# ---- design 1 ----
**Design 1: selected gate families**

Drawn at 6 px/um.
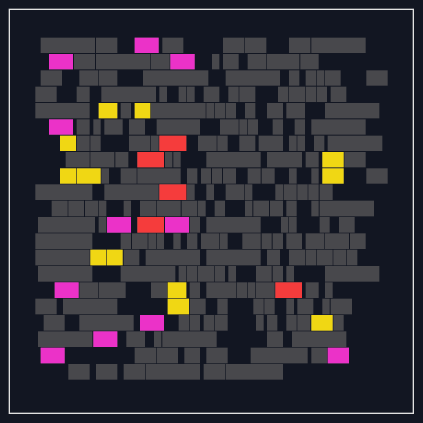
**Design 1: nets reached from selected ports**

Drawn at 8 px/um.
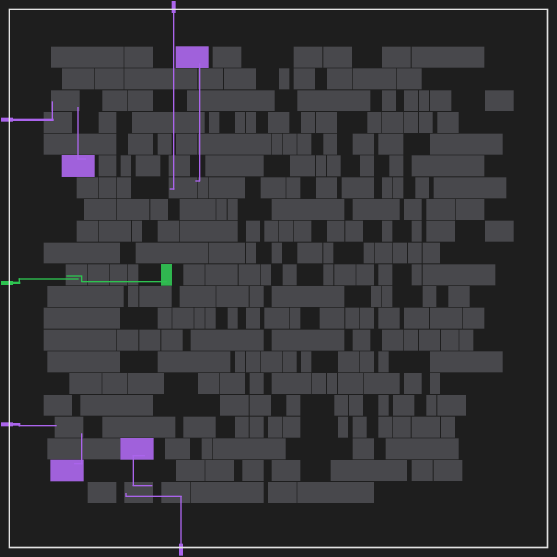
==> src/rtl/counter_mux_sel_ctrl.sv <==
// rtl/counter_mux_sel_ctrl.sv - round-robin sequencer for per-channel mux selects of the counter mux-sync array
// Applies select changes one channel at a time, blanking that channel's valid flag while its path settles.
module counter_mux_sel_ctrl #(
  parameter int COUNTER_NUM = 4,
  parameter int SETTLE_CYC  = 4,
  parameter int CNT_W       = 4
) (
  input  logic                   i_clk,
  input  logic                   i_rst,
  input  logic [COUNTER_NUM-1:0] i_req,
  input  logic [COUNTER_NUM-1:0] i_req_sel,
  output logic [COUNTER_NUM-1:0] o_mux_sel,
  output logic [COUNTER_NUM-1:0] o_ch_valid,
  output logic [COUNTER_NUM-1:0] o_ack,
  output logic                   o_busy
);

  localparam int                IDX_W    = (COUNTER_NUM > 1) ? $clog2(COUNTER_NUM) : 1;
  localparam logic [CNT_W-1:0]  CNT_INIT = CNT_W'(SETTLE_CYC - 1);

  typedef enum logic [2:0] {
    ST_INIT,
    ST_IDLE,
    ST_BLANK,
    ST_SETTLE,
    ST_DONE
  } state_t;

  state_t                 state_q,    state_d;
  logic [CNT_W-1:0]       cnt_q,      cnt_d;
  logic [COUNTER_NUM-1:0] pending_q,  pending_d;
  logic [COUNTER_NUM-1:0] target_q,   target_d;
  logic [COUNTER_NUM-1:0] mux_sel_q,  mux_sel_d;
  logic [COUNTER_NUM-1:0] ch_valid_q, ch_valid_d;
  logic [COUNTER_NUM-1:0] ack_q,      ack_d;
  logic [IDX_W-1:0]       rr_q,       rr_d;
  logic [IDX_W-1:0]       gnt_q,      gnt_d;

  logic                   any_pend;
  logic                   pick_found;
  logic [IDX_W-1:0]       pick;
  logic [IDX_W-1:0]       pick_next;
  int                     arb_idx;

  assign any_pend = |pending_q;

  // Round robin: first pending channel at or after the pointer, wrapping.
  always_comb begin
    pick       = rr_q;
    pick_found = 1'b0;
    arb_idx    = 0;
    for (int k = 0; k < COUNTER_NUM; k++) begin
      arb_idx = int'(rr_q) + k;
      if (arb_idx >= COUNTER_NUM) begin
        arb_idx = arb_idx - COUNTER_NUM;
      end
      if (!pick_found && pending_q[arb_idx]) begin
        pick       = IDX_W'(arb_idx);
        pick_found = 1'b1;
      end
    end
    pick_next = (int'(pick) == COUNTER_NUM - 1) ? '0 : pick + 1'b1;
  end

  always_comb begin
    state_d    = state_q;
    cnt_d      = cnt_q;
    pending_d  = pending_q;
    target_d   = target_q;
    mux_sel_d  = mux_sel_q;
    ch_valid_d = ch_valid_q;
    ack_d      = ack_q;
    rr_d       = rr_q;
    gnt_d      = gnt_q;

    case (state_q)
      ST_INIT: begin
        if (cnt_q == '0) begin
          state_d    = ST_IDLE;
          ch_valid_d = '1;
        end else begin
          cnt_d = cnt_q - 1'b1;
        end
      end
      ST_IDLE: begin
        if (any_pend) begin
          gnt_d            = pick;
          pending_d[pick]  = 1'b0;
          rr_d             = pick_next;
          // A request that matches the current select needs no blanking.
          if (target_q[pick] == mux_sel_q[pick]) begin
            state_d     = ST_DONE;
            ack_d[pick] = 1'b1;
          end else begin
            state_d          = ST_BLANK;
            ch_valid_d[pick] = 1'b0;
          end
        end
      end
      ST_BLANK: begin
        mux_sel_d[gnt_q] = target_q[gnt_q];
        cnt_d            = CNT_INIT;
        state_d          = ST_SETTLE;
      end
      ST_SETTLE: begin
        if (cnt_q == '0) begin
          state_d           = ST_DONE;
          ch_valid_d[gnt_q] = 1'b1;
          ack_d[gnt_q]      = 1'b1;
        end else begin
          cnt_d = cnt_q - 1'b1;
        end
      end
      ST_DONE: begin
        ack_d   = '0;
        state_d = ST_IDLE;
      end
      default: begin
        state_d = ST_INIT;
        cnt_d   = CNT_INIT;
      end
    endcase

    // New requests land after the grant so a re-request of the granted channel stays pending.
    pending_d = pending_d | i_req;
    target_d  = (target_q & ~i_req) | (i_req_sel & i_req);
  end

  always_ff @(posedge i_clk or posedge i_rst) begin
    if (i_rst) begin
      state_q    <= ST_INIT;
      cnt_q      <= CNT_INIT;
      pending_q  <= '0;
      target_q   <= '0;
      mux_sel_q  <= '0;
      ch_valid_q <= '0;
      ack_q      <= '0;
      rr_q       <= '0;
      gnt_q      <= '0;
    end else begin
      state_q    <= state_d;
      cnt_q      <= cnt_d;
      pending_q  <= pending_d;
      target_q   <= target_d;
      mux_sel_q  <= mux_sel_d;
      ch_valid_q <= ch_valid_d;
      ack_q      <= ack_d;
      rr_q       <= rr_d;
      gnt_q      <= gnt_d;
    end
  end

  assign o_mux_sel  = mux_sel_q;
  assign o_ch_valid = ch_valid_q;
  assign o_ack      = ack_q;
  assign o_busy     = (state_q != ST_IDLE) | any_pend;

endmodule

==> config.mk <==
export PLATFORM = sky130hd
export DESIGN_NAME = counter_mux_sel_ctrl
export DESIGN_NICKNAME = d
export VERILOG_FILES = /design/src/rtl/counter_mux_sel_ctrl.sv
export SDC_FILE = /design/constraint.sdc
export NUM_CORES = 1
export LEC_CHECK = 0
export CAP_MARGIN = 20
export CORE_MARGIN = 4
export CORE_UTILIZATION = 55
export DETAILED_ROUTE_END_ITERATION = 10
export PLACE_DENSITY_LB_ADDON = 0.05
export SYNTH_ARGS = -nofsm -noshare
export SYNTH_HDL_FRONTEND = slang
export SYNTH_SLANG_ARGS = --single-unit
export TNS_END_PERCENT = 1
==> constraint.sdc <==
create_clock -name i_clk -period 2.1 [get_ports i_clk]
set_input_delay 0.42 -clock i_clk [delete_from_list [all_inputs] [get_ports i_clk]]
set_output_delay 0.42 -clock i_clk [all_outputs]
set_load 0.05 [all_outputs]
==> impl_metrics.json <==
{
  "status": "finished, violations left",
  "violations": "setup timing",
  "r2r-start": "pending_q[0]",
  "n_all_inverters": 13,
  "antenna_found_initial": 0,
  "setup_ws_ps": -5.46,
  "setup_viol": 1,
  "wirelength_um": 4940,
  "grt_pass1_wl_um": 8050,
  "p_seq_mw": 1.11,
  "reg2regPathDepth": 7,
  "hold_violations": 0,
  "p_switching_mw": 2.14,
  "dp_hpwl_um": 3460,
  "portBuffers": 22
}
Notes on 'selected gate families' of design 1 above:
| family | color | cells |
|---|---|---|
| multiplexers | magenta | 11 |
| adder and majority cells | red | 5 |
| AND-OR and OR-AND gates | yellow | 12 |

Notes on 'nets reached from selected ports' of design 1 above:
| port | color | direction | edge | end cells | buffers | wire |
|---|---|---|---|---|---|---|
| i_req_sel | purple | input | 2 left, 1 top, 1 bottom | 4 | 4 | 82.8 um |
| o_busy | green | output | left | 1 | 1 | 21.7 um |

## synth_stat cells (all sizes together), types with 2 or more instances
master / count / area (um2)
buf: 5 / 32.5
nor4: 5 / 31.3
a211oi: 2 / 40.0
ha: 5 / 62.6
inv: 13 / 48.8
a21o: 4 / 30.0
dfrtp: 29 / 726
nand2: 19 / 71.3
dfstp: 2 / 52.6
o21ai: 19 / 98.9
a311oi: 4 / 35.0
nor3: 12 / 60.1
nor2: 10 / 37.5
clkbuf: 7 / 26.3
xor2: 3 / 26.3
nand2b: 2 / 12.5
nor2b: 5 / 33.8
nand3: 4 / 20.0
nor3b: 3 / 22.5
a21oi: 12 / 60.1
o2bb2ai: 2 / 17.5
mux2: 10 / 113
xnor2: 2 / 17.5
and3: 4 / 30.0
or4: 2 / 15.0
o211ai: 3 / 22.5
a31oi: 3 / 18.8
o21bai: 2 / 15.0
a32o: 2 / 20.0
o311ai: 2 / 17.5
## critical path, delay by kind of cell, from the launching register on
family / cells / cell delay [ps]
buffers and inverters: 1 / 210
DFF: 1 / 620
and+or+nand+nor: 3 / 520

# ---- design 2 ----
**Design 2: nets reached from selected ports**

Drawn at 8 px/um.
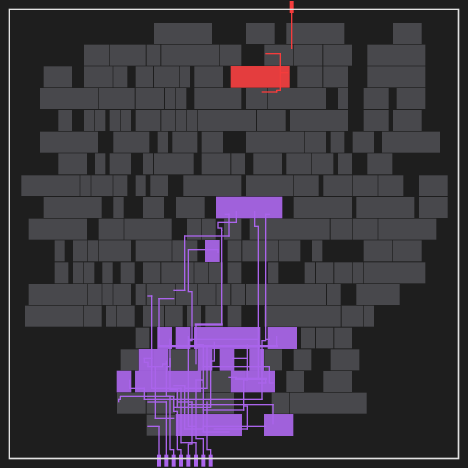
**Design 2: sequential cells colored by netlist name**

Drawn at 4 px/um. Other sequential cells in the stronger gray, the rest of the logic in the fainter gray.
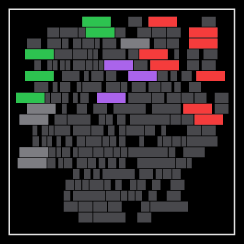
**Design 2: the clock network**

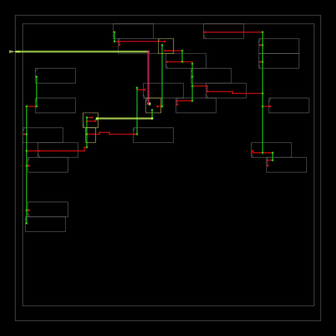
--- src/rtl/arb_pkg.sv ---
`default_nettype none
// ============================================================================
// arb_pkg : shared defaults and FSM encoding for the round-robin arbiter
// Rev 1.0
// ============================================================================
package arb_pkg;

    localparam int DEF_N        = 8;
    localparam int DEF_MAX_HOLD = 16;

    localparam logic ST_IDLE = 1'b0;
    localparam logic ST_BUSY = 1'b1;

    typedef enum logic {
        S_IDLE = ST_IDLE,
        S_BUSY = ST_BUSY
    } state_t;

endpackage
`default_nettype wire

--- src/rtl/rr_arbiter_enc_prio_enc.sv ---
`default_nettype none
// ============================================================================
// prio_enc : lowest-set-bit priority encoder with found flag
// Rev 1.0
// ============================================================================
module prio_enc #(
    parameter int N     = 8,
    parameter int IDX_W = $clog2(N)
) (
    input  logic [N-1:0]     in,
    output logic [IDX_W-1:0] idx,
    output logic             found
);

    // Descending scan so the lowest set bit is the last one written.
    always_comb begin
        idx   = '0;
        found = 1'b0;
        for (int i = N - 1; i >= 0; i--) begin
            if (in[i]) begin
                idx   = i[IDX_W-1:0];
                found = 1'b1;
            end
        end
    end

endmodule
`default_nettype wire

--- src/rtl/rr_arbiter_enc.sv ---
`default_nettype none
// ============================================================================
// rr_arbiter_enc : round-robin arbiter, registered one-hot grant plus index
// Rev 1.0
// ============================================================================
module rr_arbiter_enc
    import arb_pkg::*;
#(
    parameter int N        = DEF_N,
    parameter int IDX_W    = $clog2(N),
    parameter int MAX_HOLD = DEF_MAX_HOLD
) (
    input  logic             clk,
    input  logic             rst,
    input  logic             en,
    input  logic [N-1:0]     req,
    output logic [N-1:0]     gnt,
    output logic [IDX_W-1:0] gnt_idx,
    output logic             gnt_valid
);

    localparam int HOLD_W = (MAX_HOLD < 2) ? 2 : $clog2(MAX_HOLD + 1);
    localparam logic [HOLD_W-1:0] C_HOLD_MAX = MAX_HOLD[HOLD_W-1:0];
    localparam logic [HOLD_W-1:0] C_HOLD_SAT = '1;
    localparam logic [N-1:0]      C_ONE      = {{(N-1){1'b0}}, 1'b1};

    state_t             r_state, w_state_nxt;
    logic [IDX_W-1:0]   r_ptr, w_ptr_nxt;
    logic [HOLD_W-1:0]  r_hold, w_hold_nxt;
    logic [N-1:0]       r_gnt, w_gnt_nxt;
    logic [IDX_W-1:0]   r_idx, w_idx_nxt;
    logic               r_valid, w_valid_nxt;

    logic [IDX_W-1:0]   w_arb_ptr;
    logic [2*N-1:0]     w_dbl;
    logic [N-1:0]       w_rot;
    logic [IDX_W-1:0]   w_enc_idx;
    logic               w_found;
    logic [IDX_W-1:0]   w_win;
    logic               w_release;

    // While busy, arbitration only happens on release, where ptr becomes idx+1.
    assign w_arb_ptr = (r_state == S_BUSY) ? r_idx + 1'b1 : r_ptr;
    assign w_dbl     = {req, req} >> w_arb_ptr;
    assign w_rot     = w_dbl[N-1:0];
    assign w_win     = w_enc_idx + w_arb_ptr;
    assign w_release = !req[r_idx] || ((MAX_HOLD != 0) && (r_hold == C_HOLD_MAX));

    prio_enc #(
        .N     (N),
        .IDX_W (IDX_W)
    ) u_prio_enc (
        .in    (w_rot),
        .idx   (w_enc_idx),
        .found (w_found)
    );

    always_comb begin
        w_state_nxt = r_state;
        w_ptr_nxt   = r_ptr;
        w_hold_nxt  = r_hold;
        w_gnt_nxt   = r_gnt;
        w_idx_nxt   = r_idx;
        w_valid_nxt = r_valid;
        case (r_state)
            S_IDLE: begin
                if (en && w_found) begin
                    w_state_nxt = S_BUSY;
                    w_gnt_nxt   = C_ONE << w_win;
                    w_idx_nxt   = w_win;
                    w_valid_nxt = 1'b1;
                    w_hold_nxt  = {{(HOLD_W-1){1'b0}}, 1'b1};
                end
            end
            S_BUSY: begin
                if (!en) begin
                    w_state_nxt = S_IDLE;
                    w_gnt_nxt   = '0;
                    w_idx_nxt   = '0;
                    w_valid_nxt = 1'b0;
                    w_hold_nxt  = '0;
                end else if (w_release) begin
                    w_ptr_nxt = w_arb_ptr;
                    if (w_found) begin
                        w_gnt_nxt   = C_ONE << w_win;
                        w_idx_nxt   = w_win;
                        w_valid_nxt = 1'b1;
                        w_hold_nxt  = {{(HOLD_W-1){1'b0}}, 1'b1};
                    end else begin
                        w_state_nxt = S_IDLE;
                        w_gnt_nxt   = '0;
                        w_idx_nxt   = '0;
                        w_valid_nxt = 1'b0;
                        w_hold_nxt  = '0;
                    end
                end else if (r_hold != C_HOLD_SAT) begin
                    w_hold_nxt = r_hold + 1'b1;
                end
            end
            default: w_state_nxt = S_IDLE;
        endcase
    end

    always_ff @(posedge clk) begin
        if (rst) begin
            r_state <= S_IDLE;
            r_ptr   <= '0;
            r_hold  <= '0;
            r_gnt   <= '0;
            r_idx   <= '0;
            r_valid <= 1'b0;
        end else begin
            r_state <= w_state_nxt;
            r_ptr   <= w_ptr_nxt;
            r_hold  <= w_hold_nxt;
            r_gnt   <= w_gnt_nxt;
            r_idx   <= w_idx_nxt;
            r_valid <= w_valid_nxt;
        end
    end

    assign gnt       = r_gnt;
    assign gnt_idx   = r_idx;
    assign gnt_valid = r_valid;

endmodule
`default_nettype wire

--- config.mk ---
export PLATFORM = sky130hd
export DESIGN_NAME = rr_arbiter_enc
export DESIGN_NICKNAME = d
export VERILOG_FILES = /design/src/rtl/arb_pkg.sv /design/src/rtl/rr_arbiter_enc_prio_enc.sv /design/src/rtl/rr_arbiter_enc.sv
export SDC_FILE = /design/constraint.sdc
export NUM_CORES = 1
export LEC_CHECK = 0
export CORE_UTILIZATION = 55
export CTS_CLUSTER_DIAMETER = 40
export DETAILED_ROUTE_END_ITERATION = 8
export PLACE_DENSITY = 0.89
export SLEW_MARGIN = 15
export SYNTH_ARGS = -nofsm -noshare
export SYNTH_HDL_FRONTEND = slang
export SYNTH_SLANG_ARGS = --single-unit
--- constraint.sdc ---
create_clock -name clk -period 7.5 [get_ports clk]
set_clock_uncertainty 0.1 [all_clocks]
set_input_delay 1.125 -clock clk [delete_from_list [all_inputs] [get_ports clk]]
set_output_delay 1.125 -clock clk [all_outputs]
set_load 0.01 [all_outputs]
==> impl_metrics.json <==
{
  "h-tree-depth": 1,
  "ant_nets": 0,
  "top_area_cell": "dfxtp_1",
  "topCombFamilyByArea": "simple AND/OR/NAND/NOR gates",
  "drv_cap": 0,
  "syn2layout_area_growth_pct": 15.5,
  "netlist_top_cells_area": "dfxtp_1, nand3_1, mux4_2, and2_1, mux4_1",
  "end_kind": "flop",
  "hold_depth": 1,
  "vias": 1476,
  "top_usage_layer": "met2",
  "status": "finished, final reports clean",
  "p_seq_share_pct": 40.4,
  "ys_types": 52,
  "reg2regPathDepth": 14,
  "postCtsSetupBuffers": 0,
  "ys.flops": 21,
  "yosys_cells": 171,
  "ctsLongestPathBuffers": 2,
  "top_layer": "met4",
  "cts_resized": 0,
  "core.rowCount": 19,
  "pre_cts_slack_ps": 2760,
  "synth-area-yosys_mm2": 0.00160,
  "hold_start": "gnt_valid",
  "crit_top_cell": "xnor2_1"
}
## Picture notes: 'nets reached from selected ports' of design 2
| port | color | direction | edge | end cells | buffers | wire |
|---|---|---|---|---|---|---|
| req | purple | input | bottom | 18 | 8 | 395 um |
| gnt_valid | red | output | top | 1 | 1 | 14.4 um |

## Picture notes: 'sequential cells colored by netlist name' of design 2
| signal | color | placed flops |
|---|---|---|
| gnt_idx | purple | 3 |
| gnt | red | 8 |
| r_hold | green | 5 |

## Picture notes: 'the clock network' of design 2
CTS sink count: 21
clkbuf count: 3
Latency at later pin: 300 ps
Inserted Clock Buffers: 3

==> stage by stage <==
step	instance area [um2]	total power, mW	hold slack, ps	util [%]	instances
floorplan	1600	0.226	345	-	171
global placement	1820	0.260	338	66.1	218
detailed placement	1820	0.264	343	66.1	218
CTS	1850	0.317	371	67.1	222
global route	1850	0.337	389	67.1	222
finish	1850	0.318	370	67.1	222
==> cell type report <==
type                            count  area [um2]
Sequential cell                    21         420
Tap cell                           31        38.8
Inverter                            6        22.5
Timing Repair Buffer               22         220
Fill cell                         222         908
Clock buffer                        3        22.5
Multi-Input combinational cell    138        1120
Clock inverter                      1        5.00
==> power by group through the flow <==
stage | combinational [mW] | sequential [mW] | clock [mW]
5_1_grt | 0.148 | 0.130 | 0.0596
6_report | 0.137 | 0.129 | 0.0530
3_5_place_dp | 0.133 | 0.131 | 0
3_3_place_gp | 0.129 | 0.131 | 0
4_1_cts | 0.135 | 0.128 | 0.0544
2_1_floorplan | 0.0941 | 0.131 | 0
==> sequential cells by signal, summed over array words and instances, names as in the netlist <==
register / count
gnt_valid: 1
r_state: 1
r_ptr: 3
r_hold: 5
gnt: 8
gnt_idx: 3


==> layout pictures side by side <==
Metal layers overlaid.
Drawn at 6 px/um.
shot_01.png
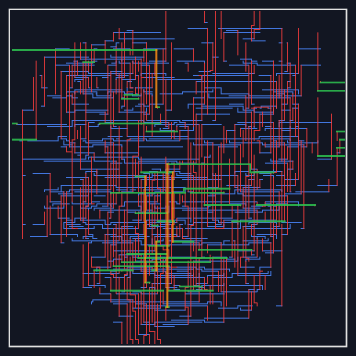
shot_02.png
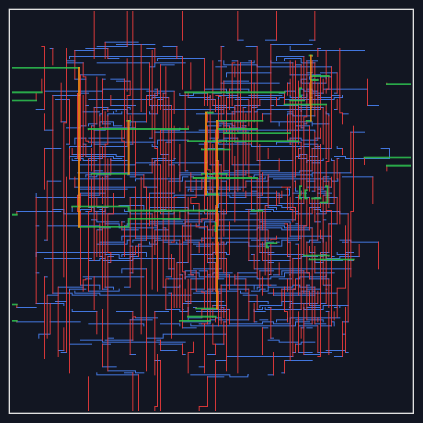
Design 2 is shot_01.png.
Design 1 is shot_02.png.

Key to shot_01.png:
| layer | color | wire length |
|---|---|---|
| met3 | green | 241 um |
| met2 | red | 1860 um |
| met1 | blue | 1660 um |
| met4 | orange | 67.3 um |

Power is estimated from default activity; no workload was simulated.
